=== design 1 ===
--- config.mk ---
export PLATFORM = sky130hd
export DESIGN_NAME = fetch_ctrl_flat
export DESIGN_NICKNAME = d
export VERILOG_FILES = /design/src/rtl/fetch_if.sv /design/src/rtl/fetch_ctrl.sv /design/src/flat_wrapper.sv
export SDC_FILE = /design/constraint.sdc
export NUM_CORES = 1
export LEC_CHECK = 0
export CAP_MARGIN = 25
export CORE_UTILIZATION = 44
export CTS_CLUSTER_DIAMETER = 100
export DETAILED_ROUTE_END_ITERATION = 8
export GPL_ROUTABILITY_DRIVEN = 0
export PLACE_DENSITY = 0.78
export SETUP_SLACK_MARGIN = 0.02
export SLEW_MARGIN = 25
export SYNTH_ARGS = -nofsm -noshare
export SYNTH_HDL_FRONTEND = slang
export SYNTH_SLANG_ARGS = --single-unit
--- constraint.sdc ---
create_clock -name clk -period 4.7 [get_ports clk]
set_clock_uncertainty 0.2 [all_clocks]
set_input_delay 0.94 -clock clk [delete_from_list [all_inputs] [get_ports clk]]
set_output_delay 0.94 -clock clk [all_outputs]
set_load 0.005 [all_outputs]
--- src/rtl/fetch_if.sv ---
// fetch_if: ROM access, branch redirect and decode handshake bundle for fetch_ctrl
interface fetch_if #(
  parameter int WORD_W = 8,
  parameter int ADDR_W = 8
);
  logic [ADDR_W-1:0] mem_addr;
  logic [WORD_W-1:0] mem_instr;
  logic [WORD_W-1:0] mem_imm;
  logic              br_valid;
  logic [ADDR_W-1:0] br_target;
  logic              out_valid;
  logic              out_ready;
  logic [WORD_W-1:0] out_instr;
  logic [WORD_W-1:0] out_imm;
  logic [ADDR_W-1:0] out_pc;
  modport master (
    output mem_addr, out_valid, out_instr, out_imm, out_pc,
    input  mem_instr, mem_imm, br_valid, br_target, out_ready
  );
  modport slave (
    input  mem_addr, out_valid, out_instr, out_imm, out_pc,
    output mem_instr, mem_imm, br_valid, br_target, out_ready
  );
endinterface

--- src/rtl/fetch_ctrl.sv ---
// fetch_ctrl: PC owner and fetch sequencer delivering registered instr/imm bundles to decode
module fetch_ctrl #(
  parameter int                WORD_W     = 8,
  parameter int                ADDR_W     = 8,
  parameter logic [ADDR_W-1:0] RESET_PC   = '0,
  parameter logic [15:0]       IMM_OPMASK = 16'h0002
) (
  input  logic        clk,
  input  logic        rst,
  input  logic        run,
  fetch_if.master     bus,
  output logic [15:0] retired
);
  typedef enum logic [1:0] {IDLE, FETCH, STALL} state_t;
  state_t            state;
  logic [ADDR_W-1:0] pc;
  logic              xfer;
  logic              cap;
  logic              has_imm;
  assign bus.mem_addr = pc;
  assign xfer    = bus.out_valid && bus.out_ready;
  assign cap     = state != IDLE && run && !bus.br_valid && (!bus.out_valid || xfer);
  assign has_imm = IMM_OPMASK[bus.mem_instr[WORD_W-1:WORD_W-4]];
  always_ff @(posedge clk) begin
    if (rst) begin
      state         <= IDLE;
      pc            <= RESET_PC;
      bus.out_valid <= 1'b0;
      bus.out_instr <= '0;
      bus.out_imm   <= '0;
      bus.out_pc    <= '0;
      retired       <= '0;
    end else begin
      if (xfer && retired != 16'hFFFF) retired <= retired + 16'd1;
      if (state == IDLE) state <= run && !bus.br_valid ? FETCH : IDLE;
      else state <= !run && (!bus.out_valid || xfer) ? IDLE :
                    bus.out_valid && !bus.out_ready && !bus.br_valid ? STALL : FETCH;
      if (cap) begin
        bus.out_instr <= bus.mem_instr;
        bus.out_imm   <= has_imm ? bus.mem_imm : '0;
        bus.out_pc    <= pc;
        bus.out_valid <= 1'b1;
        pc            <= pc + {{(ADDR_W-2){1'b0}}, has_imm, !has_imm};
      end else if (xfer || bus.br_valid) bus.out_valid <= 1'b0;
      // a redirect overrides any PC advance and flushes the bundle
      if (bus.br_valid) pc <= bus.br_target;
    end
  end
endmodule
--- src/flat_wrapper.sv ---
// flat-port wrapper written by rule: the top's interface ports become plain ports
module fetch_ctrl_flat 
#(
  parameter int                WORD_W     = 8,
  parameter int                ADDR_W     = 8,
  parameter logic [ADDR_W-1:0] RESET_PC   = '0,
  parameter logic [15:0]       IMM_OPMASK = 16'h0002
)
  (clk, rst, run, retired, bus_mem_addr, bus_out_valid, bus_out_instr, bus_out_imm, bus_out_pc, bus_mem_instr, bus_mem_imm, bus_br_valid, bus_br_target, bus_out_ready);
  fetch_if #(.WORD_W(WORD_W), .ADDR_W(ADDR_W)) bus_i ();
  input  logic clk;
  input  logic rst;
  input  logic run;
  output logic [15:0] retired;
  output wire logic [$bits(bus_i.mem_addr)-1:0] bus_mem_addr;
  output wire logic [$bits(bus_i.out_valid)-1:0] bus_out_valid;
  output wire logic [$bits(bus_i.out_instr)-1:0] bus_out_instr;
  output wire logic [$bits(bus_i.out_imm)-1:0] bus_out_imm;
  output wire logic [$bits(bus_i.out_pc)-1:0] bus_out_pc;
  input wire logic [$bits(bus_i.mem_instr)-1:0] bus_mem_instr;
  input wire logic [$bits(bus_i.mem_imm)-1:0] bus_mem_imm;
  input wire logic [$bits(bus_i.br_valid)-1:0] bus_br_valid;
  input wire logic [$bits(bus_i.br_target)-1:0] bus_br_target;
  input wire logic [$bits(bus_i.out_ready)-1:0] bus_out_ready;
  assign bus_mem_addr = bus_i.mem_addr;
  assign bus_out_valid = bus_i.out_valid;
  assign bus_out_instr = bus_i.out_instr;
  assign bus_out_imm = bus_i.out_imm;
  assign bus_out_pc = bus_i.out_pc;
  assign bus_i.mem_instr = bus_mem_instr;
  assign bus_i.mem_imm = bus_mem_imm;
  assign bus_i.br_valid = bus_br_valid;
  assign bus_i.br_target = bus_br_target;
  assign bus_i.out_ready = bus_out_ready;
  fetch_ctrl #(.WORD_W(WORD_W), .ADDR_W(ADDR_W), .RESET_PC(RESET_PC), .IMM_OPMASK(IMM_OPMASK)) u_core (.clk(clk), .rst(rst), .run(run), .bus(bus_i), .retired(retired));
endmodule
=== design 2 ===
### src/rtl/regfile_pkg.sv
// Shared constants for the register-file read arbiter slice.
package regfile_pkg;

    localparam int              REG_ADDR_W     = 4;
    localparam int              NUM_REGS       = 16;
    localparam int              DATA_W_DEFAULT = 32;
    localparam logic [3:0]      REG_RA         = 4'd15;

    // Scoreboard query slots used by the arbiter.
    localparam int              Q_SRC1 = 0;
    localparam int              Q_SRC2 = 1;
    localparam int              Q_DEST = 2;
    localparam int              Q_DBG  = 3;
    localparam int              NUM_Q  = 4;

endpackage

### src/rtl/regfile_scoreboard.sv
// Busy-bit scoreboard: one bit per register, set on issue, cleared on writeback.
// Answers hazard/forward-hit queries for several addresses at once.
module regfile_scoreboard
    import regfile_pkg::*;
#(
    parameter int NQ = NUM_Q
) (
    input  logic                       clk,
    input  logic                       rst,
    input  logic                       i_set_en,
    input  logic [REG_ADDR_W-1:0]      i_set_addr,
    input  logic                       i_wb_en,
    input  logic [REG_ADDR_W-1:0]      i_wb_addr,
    input  logic [NQ*REG_ADDR_W-1:0]   i_q_addr,
    output logic [NQ-1:0]              o_hazard,
    output logic [NQ-1:0]              o_hit
);

    logic [NUM_REGS-1:0] r_busy;
    logic [NUM_REGS-1:0] w_busy_next;

    genvar gi;
    generate
        for (gi = 0; gi < NUM_REGS; gi++) begin : g_bit
            // Issue wins over a same-cycle writeback to the same register.
            assign w_busy_next[gi] =
                (i_set_en && i_set_addr == REG_ADDR_W'(gi)) ? 1'b1 :
                (i_wb_en  && i_wb_addr  == REG_ADDR_W'(gi)) ? 1'b0 :
                r_busy[gi];
        end

        for (gi = 0; gi < NQ; gi++) begin : g_query
            logic [REG_ADDR_W-1:0] w_addr;
            assign w_addr       = i_q_addr[gi*REG_ADDR_W +: REG_ADDR_W];
            assign o_hit[gi]    = i_wb_en && (i_wb_addr == w_addr);
            assign o_hazard[gi] = r_busy[w_addr] & ~o_hit[gi];
        end
    endgenerate

    always_ff @(posedge clk or posedge rst) begin
        if (rst) begin
            r_busy <= '0;
        end else begin
            r_busy <= w_busy_next;
        end
    end

endmodule

### src/rtl/regfile_read_arbiter.sv
// Shares the two register-file read ports between operand fetch and debug,
// stalls OF on scoreboard hazards and forwards same-cycle writeback data.
module regfile_read_arbiter
    import regfile_pkg::*;
#(
    parameter int DATA_W     = DATA_W_DEFAULT,
    parameter int STARVE_MAX = 4
) (
    input  logic                   clk,
    input  logic                   rst,
    input  logic                   of_valid,
    output logic                   of_ready,
    input  logic [REG_ADDR_W-1:0]  of_rs1,
    input  logic [REG_ADDR_W-1:0]  of_rs2,
    input  logic [REG_ADDR_W-1:0]  of_rd,
    input  logic                   of_wr,
    input  logic                   of_isRet,
    input  logic                   of_isSt,
    output logic [REG_ADDR_W-1:0]  rf_raddr1,
    output logic [REG_ADDR_W-1:0]  rf_raddr2,
    input  logic [DATA_W-1:0]      rf_rdata1,
    input  logic [DATA_W-1:0]      rf_rdata2,
    input  logic                   wb_en,
    input  logic [REG_ADDR_W-1:0]  wb_addr,
    input  logic [DATA_W-1:0]      wb_data,
    output logic                   op_valid,
    output logic [DATA_W-1:0]      op1,
    output logic [DATA_W-1:0]      op2,
    input  logic                   dbg_req,
    input  logic [REG_ADDR_W-1:0]  dbg_addr,
    output logic                   dbg_gnt,
    output logic                   dbg_rvalid,
    output logic [DATA_W-1:0]      dbg_rdata
);

    localparam int CNT_W = $clog2(STARVE_MAX + 1);

    logic [CNT_W-1:0]             r_starve_cnt;
    logic                         r_op_valid;
    logic [DATA_W-1:0]            r_op1;
    logic [DATA_W-1:0]            r_op2;
    logic                         r_dbg_rvalid;
    logic [DATA_W-1:0]            r_dbg_rdata;

    logic                         w_is_ret;
    logic [REG_ADDR_W-1:0]        w_src1;
    logic [NUM_Q*REG_ADDR_W-1:0]  w_q_addr;
    logic [NUM_Q-1:0]             w_hazard;
    logic [NUM_Q-1:0]             w_hit;
    logic                         w_stall;
    logic                         w_force_dbg;
    logic                         w_of_ready;
    logic                         w_dbg_gnt;
    logic [DATA_W-1:0]            w_op1_data;
    logic [DATA_W-1:0]            w_op2_data;
    logic [DATA_W-1:0]            w_dbg_data;

    // ret and st never decode together; should both appear, st is honoured.
    assign w_is_ret = of_isRet & ~of_isSt;
    assign w_src1   = w_is_ret ? REG_RA : of_rs1;
    assign w_q_addr = {dbg_addr, of_rd, of_rs2, w_src1};

    regfile_scoreboard #(.NQ(NUM_Q)) u_sb (
        .clk        (clk),
        .rst        (rst),
        .i_set_en   (w_of_ready & of_wr),
        .i_set_addr (of_rd),
        .i_wb_en    (wb_en),
        .i_wb_addr  (wb_addr),
        .i_q_addr   (w_q_addr),
        .o_hazard   (w_hazard),
        .o_hit      (w_hit)
    );

    assign w_stall     = w_hazard[Q_SRC1]
                       | (~w_is_ret & w_hazard[Q_SRC2])
                       | (of_wr & w_hazard[Q_DEST]);
    assign w_force_dbg = dbg_req && (r_starve_cnt == CNT_W'(STARVE_MAX));
    assign w_of_ready  = of_valid & ~w_stall & ~w_force_dbg;
    assign w_dbg_gnt   = dbg_req & ~w_of_ready;

    assign rf_raddr1 = w_dbg_gnt ? dbg_addr : w_src1;
    assign rf_raddr2 = of_rs2;

    assign w_op1_data = w_hit[Q_SRC1] ? wb_data : rf_rdata1;
    assign w_op2_data = w_is_ret      ? '0
                      : w_hit[Q_SRC2] ? wb_data : rf_rdata2;
    assign w_dbg_data = w_hit[Q_DBG]  ? wb_data : rf_rdata1;

    always_ff @(posedge clk or posedge rst) begin
        if (rst) begin
            r_starve_cnt <= '0;
        end else if (!dbg_req || w_dbg_gnt) begin
            r_starve_cnt <= '0;
        end else if (w_of_ready && r_starve_cnt != CNT_W'(STARVE_MAX)) begin
            r_starve_cnt <= r_starve_cnt + 1'b1;
        end
    end

    always_ff @(posedge clk or posedge rst) begin
        if (rst) begin
            r_op_valid   <= 1'b0;
            r_op1        <= '0;
            r_op2        <= '0;
            r_dbg_rvalid <= 1'b0;
            r_dbg_rdata  <= '0;
        end else begin
            r_op_valid   <= w_of_ready;
            r_dbg_rvalid <= w_dbg_gnt;
            if (w_of_ready) begin
                r_op1 <= w_op1_data;
                r_op2 <= w_op2_data;
            end
            if (w_dbg_gnt) begin
                r_dbg_rdata <= w_dbg_data;
            end
        end
    end

    assign of_ready   = w_of_ready;
    assign dbg_gnt    = w_dbg_gnt;
    assign op_valid   = r_op_valid;
    assign op1        = r_op1;
    assign op2        = r_op2;
    assign dbg_rvalid = r_dbg_rvalid;
    assign dbg_rdata  = r_dbg_rdata;

endmodule

### config.mk
export PLATFORM = sky130hd
export DESIGN_NAME = regfile_read_arbiter
export DESIGN_NICKNAME = d
export VERILOG_FILES = /design/src/rtl/regfile_pkg.sv /design/src/rtl/regfile_scoreboard.sv /design/src/rtl/regfile_read_arbiter.sv
export SDC_FILE = /design/constraint.sdc
export NUM_CORES = 1
export LEC_CHECK = 0
export CORE_MARGIN = 3
export CORE_UTILIZATION = 45
export CTS_CLUSTER_SIZE = 12
export DETAILED_ROUTE_END_ITERATION = 6
export GPL_ROUTABILITY_DRIVEN = 0
export GPL_TIMING_DRIVEN = 0
export PLACE_DENSITY = 0.81
export SLEW_MARGIN = 20
export SYNTH_ARGS = -nofsm -noshare
export SYNTH_HDL_FRONTEND = slang
export SYNTH_HIERARCHICAL = 1
export SYNTH_SLANG_ARGS = --single-unit
### constraint.sdc
create_clock -name clk -period 4.5 [get_ports clk]
set_input_delay 0.9 -clock clk [delete_from_list [all_inputs] [get_ports clk]]
set_output_delay 0.9 -clock clk [all_outputs]
set_load 0.01 [all_outputs]
Design 1, pin map:
Scale: 6 px per um. Pins as bars across the die edge, other pins in gray.
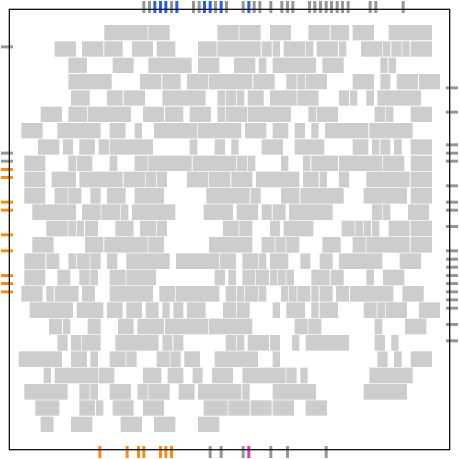
color	port	pins	direction	edge
blue	bus_out_imm	8	output	north
magenta	bus_br_valid	1	input	south
orange	retired	16	output	9 west, 7 south

==> results.py, design 1 <==
# Auto-generated metrics
metrics = {
    "run_status": {
        "status": "completed",
    },
    "power": {
        "powerDensity_nw_per_um2": 242,
        "clkPwrFrac_pct": 31.6,
    },
    "final_timing": {
        "fin_tns_setup_ps": 0,
        "max_freq_mhz": 282,
    },
    "floorplan": {
        "core-area_sq_um": 4790,
        "taps": 67,
    },
    "drt": {
        "top_layer": "met4",
    },
    "cells_and_area": {
        "final_cell_mix": "clkdlybuf4s50_1 (77), dfxtp_1 (51), nand2_1 (46), a21oi_1 (30), inv_1 (10)",
        "inv_count": 10,
    },
    "logic_synthesis": {
        "syn_area_sq_um": 2230,
        "top_area_share_pct": 45.8,
    },
    "worst_setup_path": {
        "rr_startpoint": "u_core.retired[7]",
        "crit_path_start_kind": "primary input",
        "endpoint_kind": "register",
    },
    "worst_hold_path": {
        "holdPathStages": 2,
    },
    "placement": {
        "dp_slack_ps": 886,
    },
    "clock_tree": {
        "cts_root_buffer": "clkbuf_8",
        "cts_buffer_depth": 2,
    },
}
Design 2, wiring by layer:
Scale: 4 px per um. Only two layers are drawn.
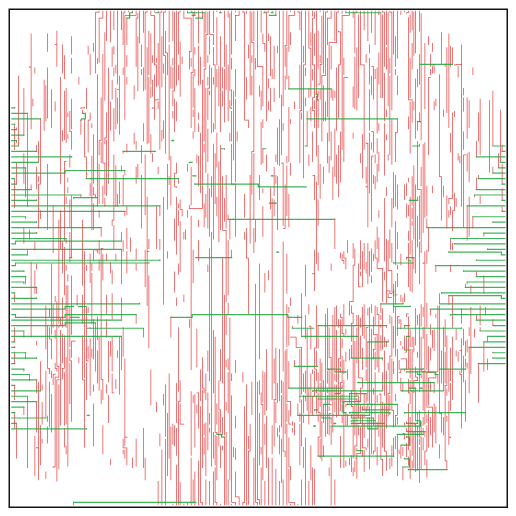
color	layer	wire length
green	met3	1580 um
red	met2	10100 um
via count: 5424
Routed WL: 20300 um

==> results.py, design 2 <==
# Auto-generated metrics
metrics = {
    "cells_and_area": {
        "logic_gates": 362,
        "lay_top_count": "clkdlybuf4s50_1",
        "final_cell_mix": "clkdlybuf4s50_1 (212), dfrtp_1 (117), mux2i_1 (72), mux2_2 (55)",
        "fin_cells": 975,
    },
    "drt": {
        "drt-initial-drc-count": 450,
        "drc": 0,
    },
    "clock_tree": {
        "cts_buffer_depth": 2,
    },
    "run_status": {
        "status": "completed",
    },
    "power": {
        "ir_drop_v": 0.000320,
        "clockNetworkPower_w": 0.00120,
        "finalPower_w": 0.00427,
    },
    "worst_setup_path": {
        "rrSetupSlack_ps": 1340,
        "crit_cells": 15,
        "reg2regPathDepth": 14,
    },
    "grt": {
        "grt_start_max_net_pins": 81,
    },
}

=== design 3 ===
Design 3, wiring by layer:
Scale: 6 px per um. Only two layers are drawn.
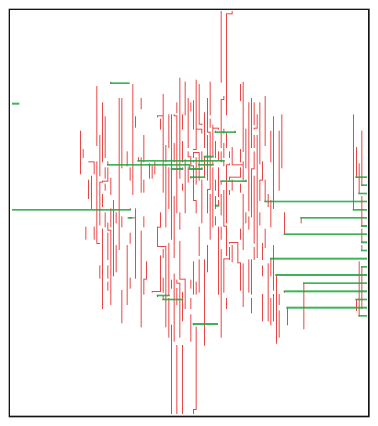

## src/rtl/wb_cycle_controller_pkg.sv

```systemverilog
// Shared definitions for the multi-cycle instruction sequencer: opclass codes,
// FSM state encoding, write-back select codes and the control-output bundle.
package wb_cycle_controller_pkg;

  typedef enum logic [2:0] {
    OP_NOP   = 3'd0,
    OP_ALU   = 3'd1,
    OP_LOAD  = 3'd2,
    OP_STORE = 3'd3,
    OP_JUMP  = 3'd4,
    OP_JAL   = 3'd5,
    OP_HALT  = 3'd6,
    OP_RSVD  = 3'd7
  } opclass_e;

  typedef enum logic [2:0] {
    ST_FETCH  = 3'd0,
    ST_DECODE = 3'd1,
    ST_EXEC   = 3'd2,
    ST_MEM    = 3'd3,
    ST_WB     = 3'd4,
    ST_HALT   = 3'd5,
    ST_ERROR  = 3'd6
  } state_e;

  // Write-back mux select codes, shared with the mx_rb datapath mux.
  localparam logic [1:0] MXRB_ALU = 2'b00;
  localparam logic [1:0] MXRB_DM  = 2'b01;
  localparam logic [1:0] MXRB_PC  = 2'b10;

  localparam logic [2:0] WRF_NONE = 3'b000;

  typedef struct packed {
    logic       im_req;
    logic       dm_req;
    logic       dm_we;
    logic       w_ir;
    logic       w_pc;
    logic       s_pc;
    logic       w_rb;
    logic [1:0] s_mxrb;
    logic [2:0] w_rf;
    logic       halted;
    logic       err;
  } ctrl_t;

  // The reserved class behaves exactly like a NOP.
  function automatic opclass_e decode_class(input logic [2:0] raw);
    if (raw == 3'd7) begin
      return OP_NOP;
    end
    return opclass_e'(raw);
  endfunction

endpackage

```

## src/rtl/wb_wait_timer.sv

```systemverilog
// Memory-handshake wait counter: counts request cycles without ready and flags
// the last permitted wait cycle. A zero timeout disables expiry entirely.
module wb_wait_timer #(
  parameter int MEM_TIMEOUT = 16,
  parameter int TMR_W       = 5
) (
  input  logic clk_i,
  input  logic rst_ni,
  input  logic clr_i,
  input  logic en_i,
  output logic expired_o
);

  localparam int               LIMIT   = (MEM_TIMEOUT > 0) ? MEM_TIMEOUT - 1 : 0;
  localparam logic [TMR_W-1:0] LIMIT_V = TMR_W'(LIMIT);

  logic [TMR_W-1:0] count_q, count_d;

  always_comb begin
    count_d = count_q;
    if (clr_i) begin
      count_d = '0;
    end else if (en_i) begin
      count_d = count_q + TMR_W'(1);
    end
  end

  always_ff @(posedge clk_i or negedge rst_ni) begin
    if (!rst_ni) begin
      count_q <= '0;
    end else begin
      count_q <= count_d;
    end
  end

  assign expired_o = (MEM_TIMEOUT != 0) && (count_q == LIMIT_V);

endmodule

```

## src/rtl/wb_cycle_controller.sv

```systemverilog
// Multi-cycle control FSM: fetch, decode, execute, memory and write-back for one
// instruction at a time, with handshake timeouts leading to a sticky error state.
module wb_cycle_controller
  import wb_cycle_controller_pkg::*;
#(
  parameter int MEM_TIMEOUT = 16,
  parameter int TMR_W       = 5
) (
  input  logic       CLK,
  input  logic       RST_N,
  input  logic [2:0] in_opclass,
  input  logic [2:0] in_flag_mode,
  input  logic       in_cond_met,
  input  logic       im_ready,
  input  logic       dm_ready,
  output logic       IM_REQ,
  output logic       DM_REQ,
  output logic       DM_WE,
  output logic       W_IR,
  output logic       W_PC,
  output logic       S_PC,
  output logic       W_RB,
  output logic [1:0] S_MXRB,
  output logic [2:0] W_RF,
  output logic       halted,
  output logic       err
);

  state_e   state_q, state_d;
  opclass_e class_q, class_d;
  ctrl_t    ctrl_raw;
  ctrl_t    ctrl;

  logic wait_req;
  logic wait_rdy;
  logic tmr_clr;
  logic tmr_en;
  logic tmr_expired;

  assign wait_req = (state_q == ST_FETCH) || (state_q == ST_MEM);
  assign wait_rdy = (state_q == ST_FETCH) ? im_ready : dm_ready;

  // Every state change restarts the count, so entering FETCH or MEM starts at zero.
  assign tmr_clr  = (state_d != state_q) || (wait_req && wait_rdy);
  assign tmr_en   = wait_req && !wait_rdy;

  wb_wait_timer #(
    .MEM_TIMEOUT (MEM_TIMEOUT),
    .TMR_W       (TMR_W)
  ) u_wait_timer (
    .clk_i     (CLK),
    .rst_ni    (RST_N),
    .clr_i     (tmr_clr),
    .en_i      (tmr_en),
    .expired_o (tmr_expired)
  );

  always_ff @(posedge CLK or negedge RST_N) begin
    if (!RST_N) begin
      state_q <= ST_FETCH;
      class_q <= OP_NOP;
    end else begin
      state_q <= state_d;
      class_q <= class_d;
    end
  end

  always_comb begin
    state_d  = state_q;
    class_d  = class_q;
    ctrl_raw = '0;

    case (state_q)
      ST_FETCH: begin
        ctrl_raw.im_req = 1'b1;
        if (im_ready) begin
          ctrl_raw.w_ir = 1'b1;
          ctrl_raw.w_pc = 1'b1;
          state_d       = ST_DECODE;
        end else if (tmr_expired) begin
          state_d = ST_ERROR;
        end
      end

      ST_DECODE: begin
        class_d = decode_class(in_opclass);
        state_d = ST_EXEC;
      end

      ST_EXEC: begin
        case (class_q)
          OP_ALU, OP_JAL:    state_d = ST_WB;
          OP_LOAD, OP_STORE: state_d = ST_MEM;
          OP_HALT:           state_d = ST_HALT;
          OP_JUMP: begin
            if (in_cond_met) begin
              ctrl_raw.w_pc = 1'b1;
              ctrl_raw.s_pc = 1'b1;
            end
            state_d = ST_FETCH;
          end
          default:           state_d = ST_FETCH;
        endcase
      end

      ST_MEM: begin
        ctrl_raw.dm_req = 1'b1;
        ctrl_raw.dm_we  = (class_q == OP_STORE);
        if (dm_ready) begin
          state_d = (class_q == OP_STORE) ? ST_FETCH : ST_WB;
        end else if (tmr_expired) begin
          state_d = ST_ERROR;
        end
      end

      ST_WB: begin
        ctrl_raw.w_rb   = 1'b1;
        ctrl_raw.s_mxrb = MXRB_ALU;
        ctrl_raw.w_rf   = WRF_NONE;
        case (class_q)
          OP_LOAD: ctrl_raw.s_mxrb = MXRB_DM;
          // Link address goes to the bank this cycle; the PC update lands at the edge.
          OP_JAL: begin
            ctrl_raw.s_mxrb = MXRB_PC;
            ctrl_raw.w_pc   = 1'b1;
            ctrl_raw.s_pc   = 1'b1;
          end
          OP_ALU:  ctrl_raw.w_rf = in_flag_mode;
          default: ctrl_raw.s_mxrb = MXRB_ALU;
        endcase
        state_d = ST_FETCH;
      end

      ST_HALT:  ctrl_raw.halted = 1'b1;

      ST_ERROR: ctrl_raw.err = 1'b1;

      default:  state_d = ST_ERROR;
    endcase
  end

  // Reset forces every output low immediately, even though the FETCH state is held.
  assign ctrl   = RST_N ? ctrl_raw : '0;

  assign IM_REQ = ctrl.im_req;
  assign DM_REQ = ctrl.dm_req;
  assign DM_WE  = ctrl.dm_we;
  assign W_IR   = ctrl.w_ir;
  assign W_PC   = ctrl.w_pc;
  assign S_PC   = ctrl.s_pc;
  assign W_RB   = ctrl.w_rb;
  assign S_MXRB = ctrl.s_mxrb;
  assign W_RF   = ctrl.w_rf;
  assign halted = ctrl.halted;
  assign err    = ctrl.err;

endmodule

```

## config.mk

```make
export PLATFORM = sky130hd
export DESIGN_NAME = wb_cycle_controller
export DESIGN_NICKNAME = d
export VERILOG_FILES = /design/src/rtl/wb_cycle_controller_pkg.sv /design/src/rtl/wb_wait_timer.sv /design/src/rtl/wb_cycle_controller.sv
export SDC_FILE = /design/constraint.sdc
export NUM_CORES = 1
export LEC_CHECK = 0
export ABC_AREA = 1
export CORE_ASPECT_RATIO = 1.2
export CORE_MARGIN = 10
export CORE_UTILIZATION = 46
export DETAILED_ROUTE_END_ITERATION = 10
export PLACE_DENSITY_LB_ADDON = 0.25
export SKIP_CTS_REPAIR_TIMING = 1
export SYNTH_ARGS = -nofsm -noshare
export SYNTH_HDL_FRONTEND = slang
export SYNTH_SLANG_ARGS = --single-unit
```

## constraint.sdc

```tcl
create_clock -name CLK -period 2.2 [get_ports CLK]
set_clock_uncertainty 0.05 [all_clocks]
set_input_delay 0.44 -clock CLK [delete_from_list [all_inputs] [get_ports CLK]]
set_output_delay 0.44 -clock CLK [all_outputs]
set_load 0.005 [all_outputs]
```

=== design 4 ===
File: src/rtl/phy_tx_pkg.sv
// Shared definitions for the phy_tx lane scheduling path: idle symbol, grant state encoding, widths.
package phy_tx_pkg;

    localparam int unsigned DEF_DATA_W = 8;
    localparam logic [7:0]  IDLE_SYM   = 8'hBC;

    typedef enum logic [1:0] {
        ST_IDLE = 2'd0,
        ST_GNT0 = 2'd1,
        ST_GNT1 = 2'd2
    } gnt_state_e;

    // Width of an occupancy counter that must represent 0..depth inclusive.
    function automatic int unsigned cnt_w(input int unsigned depth);
        return $clog2(depth + 1);
    endfunction

endpackage

File: src/rtl/lane_fifo.sv
// Per-lane symbol FIFO: power-of-two depth, wrapping pointers, occupancy count, full/empty flags.
module lane_fifo
    import phy_tx_pkg::*;
#(
    parameter int unsigned DATA_W     = DEF_DATA_W,
    parameter int unsigned FIFO_DEPTH = 4
) (
    input  logic                           clk_2f,
    input  logic                           reset,
    input  logic                           push,
    input  logic [DATA_W-1:0]              din,
    input  logic                           pop,
    output logic [DATA_W-1:0]              dout,
    output logic                           full,
    output logic                           empty,
    output logic [cnt_w(FIFO_DEPTH)-1:0]   count
);

    localparam int unsigned PTR_W = (FIFO_DEPTH > 1) ? $clog2(FIFO_DEPTH) : 1;
    localparam int unsigned CNT_W = cnt_w(FIFO_DEPTH);

    logic [DATA_W-1:0] mem [FIFO_DEPTH];
    logic [PTR_W-1:0]  wr_ptr;
    logic [PTR_W-1:0]  rd_ptr;
    logic              do_push;
    logic              do_pop;

    // Full is judged on the pre-edge count, so a same-cycle pop never admits a write to a full FIFO.
    assign full    = (count == CNT_W'(FIFO_DEPTH));
    assign empty   = (count == '0);
    assign do_push = push && !full;
    assign do_pop  = pop && !empty;
    assign dout    = mem[rd_ptr];

    always_ff @(posedge clk_2f) begin
        if (do_push) begin
            mem[wr_ptr] <= din;
        end
    end

    always_ff @(posedge clk_2f or negedge reset) begin
        if (!reset) begin
            wr_ptr <= '0;
            rd_ptr <= '0;
            count  <= '0;
        end else begin
            if (do_push) begin
                wr_ptr <= wr_ptr + PTR_W'(1);
            end
            if (do_pop) begin
                rd_ptr <= rd_ptr + PTR_W'(1);
            end
            case ({do_push, do_pop})
                2'b10:   count <= count + CNT_W'(1);
                2'b01:   count <= count - CNT_W'(1);
                default: count <= count;
            endcase
        end
    end

endmodule

File: src/rtl/lane_rr_scheduler.sv
// Two-lane round-robin scheduler onto one symbol lane toward the serializer; emits IDLE_SYM when nothing is pending.
// Define LANE_STRICT_PRIO_EN to make lane 0 win whenever it has data (round-robin otherwise).
module lane_rr_scheduler
    import phy_tx_pkg::*;
#(
    parameter int unsigned DATA_W     = DEF_DATA_W,
    parameter int unsigned FIFO_DEPTH = 4
) (
    input  logic              clk_2f,
    input  logic              reset,
    input  logic [DATA_W-1:0] data_in_0,
    input  logic              valid_in_0,
    output logic              ready_in_0,
    input  logic [DATA_W-1:0] data_in_1,
    input  logic              valid_in_1,
    output logic              ready_in_1,
    input  logic              ready_out,
    output logic [DATA_W-1:0] data_out,
    output logic              valid_out,
    output logic              lane_sel,
    output logic              ovf_0,
    output logic              ovf_1
);

    localparam int unsigned CNT_W = cnt_w(FIFO_DEPTH);

    gnt_state_e        state;
    gnt_state_e        state_nxt;
    logic              advance;
    logic              pop_0;
    logic              pop_1;
    logic [DATA_W-1:0] head_0;
    logic [DATA_W-1:0] head_1;
    logic              full_0;
    logic              full_1;
    logic              empty_0;
    logic              empty_1;
    logic [CNT_W-1:0]  count_0;
    logic [CNT_W-1:0]  count_1;
`ifndef LANE_STRICT_PRIO_EN
    logic              last;
`endif

    lane_fifo #(.DATA_W(DATA_W), .FIFO_DEPTH(FIFO_DEPTH)) u_fifo_0 (
        .clk_2f (clk_2f),
        .reset  (reset),
        .push   (valid_in_0),
        .din    (data_in_0),
        .pop    (pop_0),
        .dout   (head_0),
        .full   (full_0),
        .empty  (empty_0),
        .count  (count_0)
    );

    lane_fifo #(.DATA_W(DATA_W), .FIFO_DEPTH(FIFO_DEPTH)) u_fifo_1 (
        .clk_2f (clk_2f),
        .reset  (reset),
        .push   (valid_in_1),
        .din    (data_in_1),
        .pop    (pop_1),
        .dout   (head_1),
        .full   (full_1),
        .empty  (empty_1),
        .count  (count_1)
    );

    // Ready is held low while reset is asserted so sources never see a phantom accept.
    assign ready_in_0 = reset && (count_0 < CNT_W'(FIFO_DEPTH));
    assign ready_in_1 = reset && (count_1 < CNT_W'(FIFO_DEPTH));
    assign advance    = ready_out || !valid_out;

    // Grant selection for the next output register load.
    always_comb begin
        state_nxt = state;
        pop_0     = 1'b0;
        pop_1     = 1'b0;
        if (advance) begin
`ifdef LANE_STRICT_PRIO_EN
            if (!empty_0) begin
                state_nxt = ST_GNT0;
            end else if (!empty_1) begin
                state_nxt = ST_GNT1;
            end else begin
                state_nxt = ST_IDLE;
            end
`else
            if (!empty_0 && !empty_1) begin
                state_nxt = last ? ST_GNT0 : ST_GNT1;
            end else if (!empty_0) begin
                state_nxt = ST_GNT0;
            end else if (!empty_1) begin
                state_nxt = ST_GNT1;
            end else begin
                state_nxt = ST_IDLE;
            end
`endif
            pop_0 = (state_nxt == ST_GNT0);
            pop_1 = (state_nxt == ST_GNT1);
        end
    end

    always_ff @(posedge clk_2f or negedge reset) begin
        if (!reset) begin
            state     <= ST_IDLE;
            data_out  <= DATA_W'(IDLE_SYM);
            valid_out <= 1'b0;
            lane_sel  <= 1'b0;
`ifndef LANE_STRICT_PRIO_EN
            last      <= 1'b1;
`endif
        end else if (advance) begin
            state <= state_nxt;
            case (state_nxt)
                ST_GNT0: begin
                    data_out  <= head_0;
                    valid_out <= 1'b1;
                    lane_sel  <= 1'b0;
`ifndef LANE_STRICT_PRIO_EN
                    last      <= 1'b0;
`endif
                end
                ST_GNT1: begin
                    data_out  <= head_1;
                    valid_out <= 1'b1;
                    lane_sel  <= 1'b1;
`ifndef LANE_STRICT_PRIO_EN
                    last      <= 1'b1;
`endif
                end
                default: begin
                    data_out  <= DATA_W'(IDLE_SYM);
                    valid_out <= 1'b0;
                end
            endcase
        end
    end

    // Sticky overflow flags: a write offered to a full FIFO is lost.
    always_ff @(posedge clk_2f or negedge reset) begin
        if (!reset) begin
            ovf_0 <= 1'b0;
            ovf_1 <= 1'b0;
        end else begin
            if (valid_in_0 && full_0) begin
                ovf_0 <= 1'b1;
            end
            if (valid_in_1 && full_1) begin
                ovf_1 <= 1'b1;
            end
        end
    end

endmodule
File: config.mk
export PLATFORM = sky130hd
export DESIGN_NAME = lane_rr_scheduler
export DESIGN_NICKNAME = d
export VERILOG_FILES = /design/src/rtl/phy_tx_pkg.sv /design/src/rtl/lane_fifo.sv /design/src/rtl/lane_rr_scheduler.sv
export SDC_FILE = /design/constraint.sdc
export NUM_CORES = 1
export LEC_CHECK = 0
export CORE_ASPECT_RATIO = 1.4
export CORE_MARGIN = 4
export CORE_UTILIZATION = 57
export DETAILED_ROUTE_END_ITERATION = 16
export HOLD_SLACK_MARGIN = 0.15
export PLACE_DENSITY = 0.87
export REMOVE_ABC_BUFFERS = 1
export SLEW_MARGIN = 20
export SYNTH_ARGS = -nofsm -noshare
export SYNTH_HDL_FRONTEND = slang
export SYNTH_SLANG_ARGS = --single-unit
File: constraint.sdc
create_clock -name clk_2f -period 2.9 [get_ports clk_2f]
set_input_delay 0.58 -clock clk_2f [delete_from_list [all_inputs] [get_ports clk_2f]]
set_output_delay 0.58 -clock clk_2f [all_outputs]
set_load 0.03 [all_outputs]
Design 4, pin map:
Scale: 4 px per um. Pins as bars across the die edge, other pins in gray.
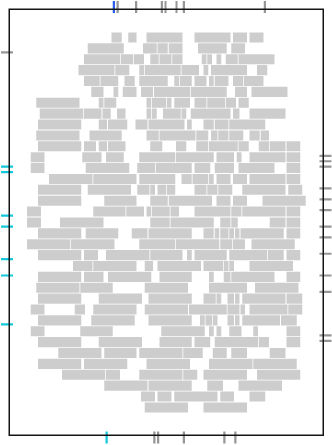
color	port	pins	direction	edge
blue	ready_in_1	1	output	north
cyan	data_in_1	8	input	7 west, 1 south
all pins by edge	13 east, 8 west, 8 north, 6 south

Design 4, cells by drive strength:
Scale: 4 px per um.
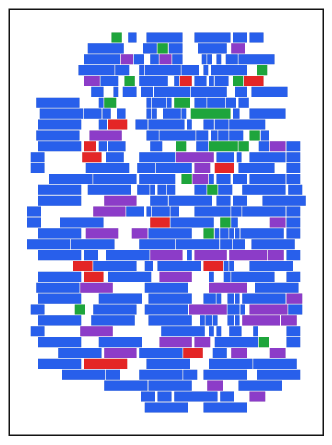
color	size	cells	most used
blue	drive 1 or less	222	edfxtp_1
red	drive 6 and up	12	clkbuf_8
green	drive 3 to 4	18	buf_4
purple	drive 2	34	mux2_2
design area: 4610 sq um
final worst slack: 467 ps
area delta synth->final: 17.4%
Buffers excl. clock: 44

==> results.py, design 4 <==
# Auto-generated metrics
metrics = {
    "run_status": {
        "status": "completed",
    },
    "power": {
        "combPwrFrac_pct": 38.5,
        "clockNetworkPower_w": 0.000863,
        "finalPower_w": 0.00493,
    },
    "worst_setup_path": {
        "reg2regPathDepth": 8,
        "critPathBufInv": 2,
        "critPathCapture": "u_fifo_1.count[2]",
        "crit_path_start_kind": "primary input",
        "cp.arrival_ps": 2720,
    },
    "logic_synthesis": {
        "async_reset_ff_share_pct": 31.2,
        "edf_count": 64,
        "ys_sh_simple_pct": 6.25,
    },
    "cells_and_area": {
        "largest_cell_class": "registers",
        "sh_seq_area_pct": 57.6,
    },
    "final_timing": {
        "hold_slack_ps": 448,
        "period_used_pct": 83.9,
        "rsz0062_at_grt": "false",
    },
    "placement": {
        "dp.cells": 362,
        "dp_slack_ps": 102,
    },
    "clock_tree": {
        "clkSinkCount": 93,
        "worstSkewPairLatency_ps": 360,
    },
}
Design 3, nets reached from selected ports:
Scale: 4 px per um.
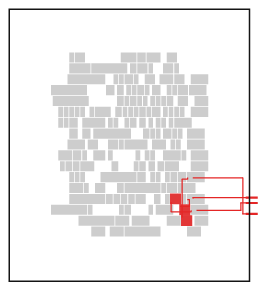
color	port	bits	direction	end cells	buffers	wire
red	W_RF	3	output	3	3	74.3 um
Port Buffer Count: 24
Ports: 25

## Picture notes: 'wiring by layer' of design 3
color	layer	wire length
red	met2	1250 um
green	met3	199 um

==> results.py, design 3 <==
# Auto-generated metrics
metrics = {
    "final_timing": {
        "slew_headroom_pct": 81.6,
        "period_needed_ps": 2010,
        "max_freq_mhz": 498,
    },
    "cells_and_area": {
        "top_regs": "u_wait_timer.count_q: 5 flops, class_q: 3 flops, state_q: 3 flops",
        "regMostFlops": "u_wait_timer.count_q",
        "design_area_sq_um": 1300,
        "largest_register_ffs": 5,
        "clock_area_share_pct": 2.03,
        "utilization_pct": 70.9,
        "sh_seq_area_pct": 21.4,
    },
    "power": {
        "seq_power_w": 0.000202,
    },
    "placement": {
        "dp.cells": 182,
        "place.gp.congestion": 0.852,
    },
    "logic_synthesis": {
        "top_area_share_pct": 31.7,
        "edf_count": 0,
        "yosys_warnings": 0,
        "synth_cells": 132,
        "ys_chip_area_sq_um": 870,
    },
    "worst_hold_path": {
        "hold_start": "u_wait_timer.count_q[4]",
    },
    "worst_setup_path": {
        "rrSetupSlack_ps": 210,
        "cpPeakStageDelay_ps": 490,
        "critPathBufInv": 4,
    },
    "floorplan": {
        "die_w_um": 59.7,
        "die-area_sq_um": 4040,
    },
    "grt": {
        "use_met1_pct": 12.4,
    },
    "run_status": {
        "status": "completed",
    },
    "run": {
        "warnings": 26,
    },
}

==> layout pictures side by side <==
Cell placement.
shot_01.png
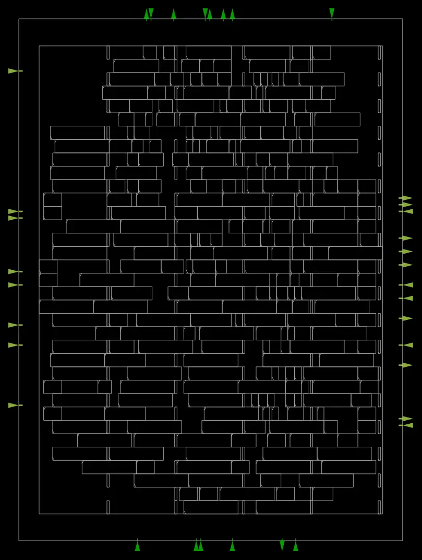
shot_02.png
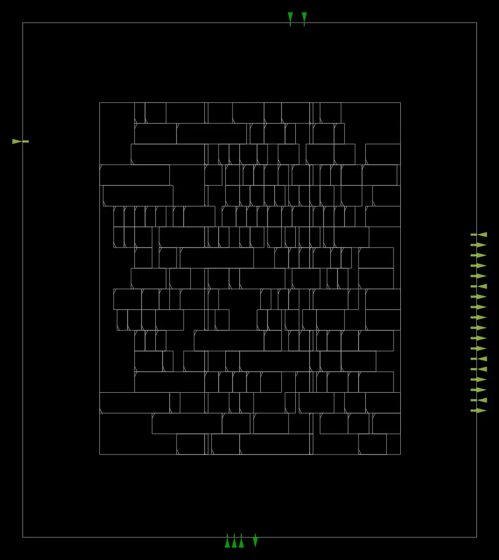
The one with the most cells is shot_01.png.
shot_01.png: design 4
shot_02.png: design 3


=== design 5 ===
Design 5, nets reached from selected ports:
Scale: 4 px per um.
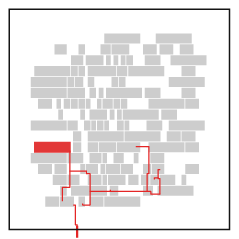
Design 5, cell placement:
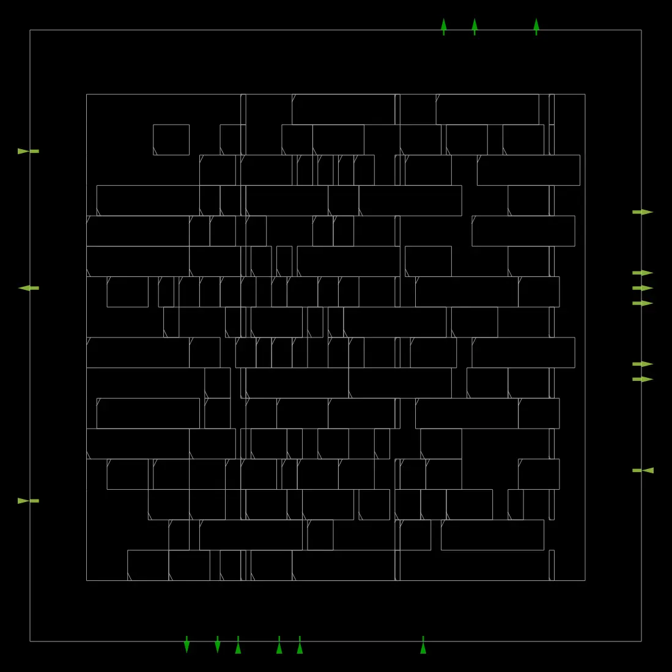
$ cat src/rtl/fib_pkg.sv
// Shared types and constants for the Fibonacci sequencer slice.
package fib_pkg;

  localparam int unsigned DEF_WIDTH = 4;
  localparam int unsigned DEF_NW    = 4;

  localparam int unsigned INIT_A = 0;
  localparam int unsigned INIT_B = 1;

  typedef enum logic {
    IDLE = 1'b0,
    RUN  = 1'b1
  } state_e;

endpackage

$ cat src/rtl/fib_datapath.sv
// Fibonacci add-and-shift datapath: a holds F(k), b holds F(k+1), each mod 2^WIDTH,
// with sticky overflow tracking for both registers.
module fib_datapath
  import fib_pkg::*;
#(
  parameter int unsigned WIDTH = DEF_WIDTH
) (
  input  logic             clock,
  input  logic             reset,
  input  logic             init,
  input  logic             step,
  output logic [WIDTH-1:0] a,
  output logic [WIDTH-1:0] b,
  output logic             ovf_a
);

  logic [WIDTH-1:0] a_q, a_d;
  logic [WIDTH-1:0] b_q, b_d;
  logic             ovf_a_q, ovf_a_d;
  logic             ovf_b_q, ovf_b_d;
  logic [WIDTH:0]   sum;

  always_comb begin
    sum     = {1'b0, a_q} + {1'b0, b_q};
    a_d     = a_q;
    b_d     = b_q;
    ovf_a_d = ovf_a_q;
    ovf_b_d = ovf_b_q;
    if (init) begin
      a_d     = WIDTH'(INIT_A);
      b_d     = WIDTH'(INIT_B);
      ovf_a_d = 1'b0;
      ovf_b_d = 1'b0;
    end else if (step) begin
      a_d     = b_q;
      b_d     = sum[WIDTH-1:0];
      ovf_a_d = ovf_b_q;
      // b inherits any earlier overflow: true F(k+2) >= F(k+1) >= F(k)
      ovf_b_d = sum[WIDTH] | ovf_a_q | ovf_b_q;
    end
  end

  always_ff @(posedge clock or posedge reset) begin
    if (reset) begin
      a_q     <= '0;
      b_q     <= '0;
      ovf_a_q <= 1'b0;
      ovf_b_q <= 1'b0;
    end else begin
      a_q     <= a_d;
      b_q     <= b_d;
      ovf_a_q <= ovf_a_d;
      ovf_b_q <= ovf_b_d;
    end
  end

  assign a     = a_q;
  assign b     = b_q;
  assign ovf_a = ovf_a_q;

endmodule

$ cat src/rtl/fib_sequencer.sv
// Start/done controller that runs the Fibonacci datapath n steps and returns F(n)
// with an exact overflow flag, streaming each intermediate term.
module fib_sequencer
  import fib_pkg::*;
#(
  parameter int unsigned WIDTH = DEF_WIDTH,
  parameter int unsigned NW    = DEF_NW
) (
  input  logic             clock,
  input  logic             reset,
  input  logic             start,
  input  logic [NW-1:0]    n,
  output logic             busy,
  output logic             term_valid,
  output logic [WIDTH-1:0] term,
  output logic             done,
  output logic [WIDTH-1:0] result,
  output logic             overflow
);

  state_e           state_q, state_d;
  logic [NW-1:0]    cnt_q, cnt_d;
  logic             done_q, done_d;
  logic [WIDTH-1:0] result_q, result_d;
  logic             overflow_q, overflow_d;

  logic             dp_init;
  logic             dp_step;
  logic [WIDTH-1:0] dp_a;
  logic [WIDTH-1:0] dp_b;
  logic             dp_ovf_a;

  fib_datapath #(
    .WIDTH(WIDTH)
  ) u_datapath (
    .clock (clock),
    .reset (reset),
    .init  (dp_init),
    .step  (dp_step),
    .a     (dp_a),
    .b     (dp_b),
    .ovf_a (dp_ovf_a)
  );

  always_comb begin
    state_d    = state_q;
    cnt_d      = cnt_q;
    done_d     = 1'b0;
    result_d   = result_q;
    overflow_d = overflow_q;
    dp_init    = 1'b0;
    dp_step    = 1'b0;
    case (state_q)
      IDLE: begin
        if (start) begin
          state_d = RUN;
          cnt_d   = n;
          dp_init = 1'b1;
        end
      end
      RUN: begin
        if (cnt_q != '0) begin
          dp_step = 1'b1;
          cnt_d   = cnt_q - 1'b1;
        end else begin
          result_d   = dp_a;
          overflow_d = dp_ovf_a;
          done_d     = 1'b1;
          state_d    = IDLE;
        end
      end
      default: state_d = IDLE;
    endcase
  end

  always_ff @(posedge clock or posedge reset) begin
    if (reset) begin
      state_q    <= IDLE;
      cnt_q      <= '0;
      done_q     <= 1'b0;
      result_q   <= '0;
      overflow_q <= 1'b0;
    end else begin
      state_q    <= state_d;
      cnt_q      <= cnt_d;
      done_q     <= done_d;
      result_q   <= result_d;
      overflow_q <= overflow_d;
    end
  end

  assign busy       = (state_q == RUN);
  assign term_valid = (state_q == RUN) && (cnt_q != '0);
  assign term       = dp_a;
  assign done       = done_q;
  assign result     = result_q;
  assign overflow   = overflow_q;

  // Shift half of the datapath: every step moves b into a.
  a_follows_b : assert property (@(posedge clock) disable iff (reset)
    dp_step |=> (dp_a == $past(dp_b)));

endmodule
$ cat config.mk
export PLATFORM = sky130hd
export DESIGN_NAME = fib_sequencer
export DESIGN_NICKNAME = d
export VERILOG_FILES = /design/src/rtl/fib_pkg.sv /design/src/rtl/fib_datapath.sv /design/src/rtl/fib_sequencer.sv
export SDC_FILE = /design/constraint.sdc
export NUM_CORES = 1
export LEC_CHECK = 0
export CORE_MARGIN = 5
export CORE_UTILIZATION = 55
export CTS_CLUSTER_DIAMETER = 120
export DETAILED_ROUTE_END_ITERATION = 7
export HOLD_SLACK_MARGIN = 0.12
export PLACE_DENSITY_LB_ADDON = 0.12
export RECOVER_POWER = 100
export SETUP_SLACK_MARGIN = 0.15
export SLEW_MARGIN = 10
export SYNTH_ARGS = -nofsm -noshare
export SYNTH_HDL_FRONTEND = slang
export SYNTH_SLANG_ARGS = --single-unit
$ cat constraint.sdc
create_clock -name clock -period 2.95 [get_ports clock]
set_input_delay 0.295 -clock clock [delete_from_list [all_inputs] [get_ports clock]]
set_output_delay 0.295 -clock clock [all_outputs]
set_load 0.01 [all_outputs]
==> results.py <==
# Auto-generated metrics
metrics = {
    "worst_setup_path": {
        "required_ps": 2650,
        "cpPeakStageDelay_ps": 630,
        "reg2regPathDepth": 7,
    },
    "power": {
        "seq_power_w": 0.000561,
    },
    "cells_and_area": {
        "buf_share_pct": 14.2,
        "n_fill_cell": 173,
        "finalNetCount": 131,
    },
    "placement": {
        "hpwl_um": 1440,
    },
    "final_timing": {
        "rsz0062_at_grt": "false",
        "finalSetupViolCount": 0,
    },
    "clock_tree": {
        "hold_buffers": 0,
    },
    "worst_hold_path": {
        "holdPathStages": 1,
    },
    "run_status": {
        "status": "completed",
    },
    "logic_synthesis": {
        "ys_sh_aoi_pct": 11.8,
    },
    "drt": {
        "met3_length_um": 79,
    },
}
About 'nets reached from selected ports' of design 5:
color	port	bits	direction	end cells	buffers	wire
red	busy	1	output	1	1	78.4 um
Port Buffer Count: 18
Ports: 19

About 'cell placement' of design 5:
Tap Cells: 27
Seq/total area: 41.3%
count of standard-cell rows: 16



==> gallery <==
Cells by drive strength.
picture 1
Scale: 8 px per um.
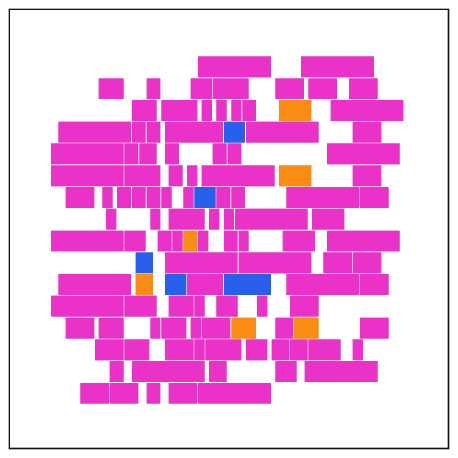
picture 2
Scale: 6 px per um.
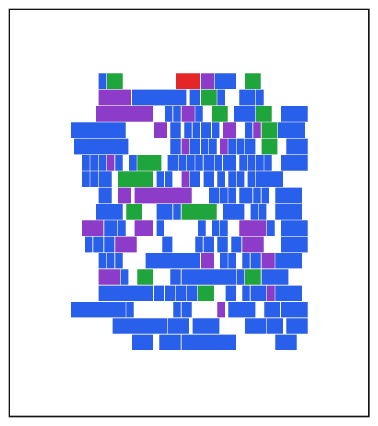
picture 3
Scale: 6 px per um.
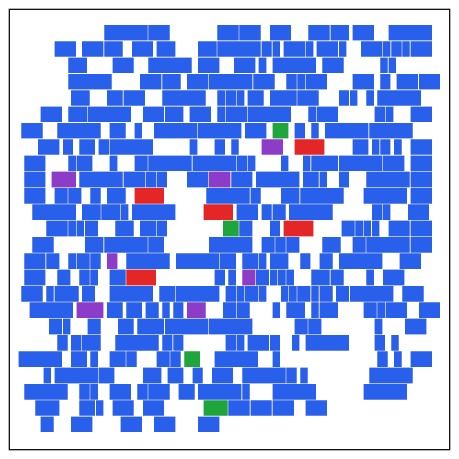
picture 4
Scale: 4 px per um.
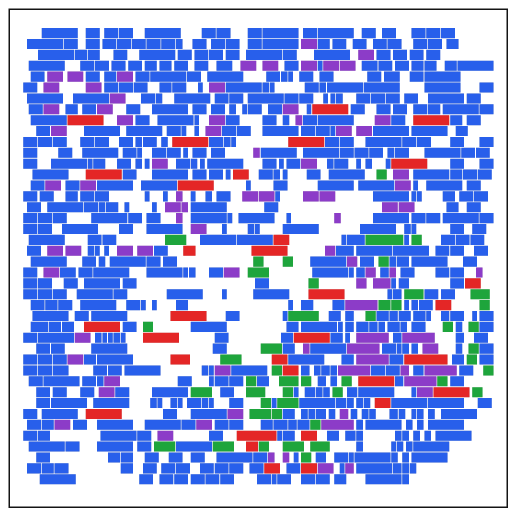
Design 2 is picture 4.
Design 3 is picture 2.
Design 5 is picture 1.
Design 1 is picture 3.
- smallest die: picture 1

No activity file was given, so power comes from the tool's default toggle rates.
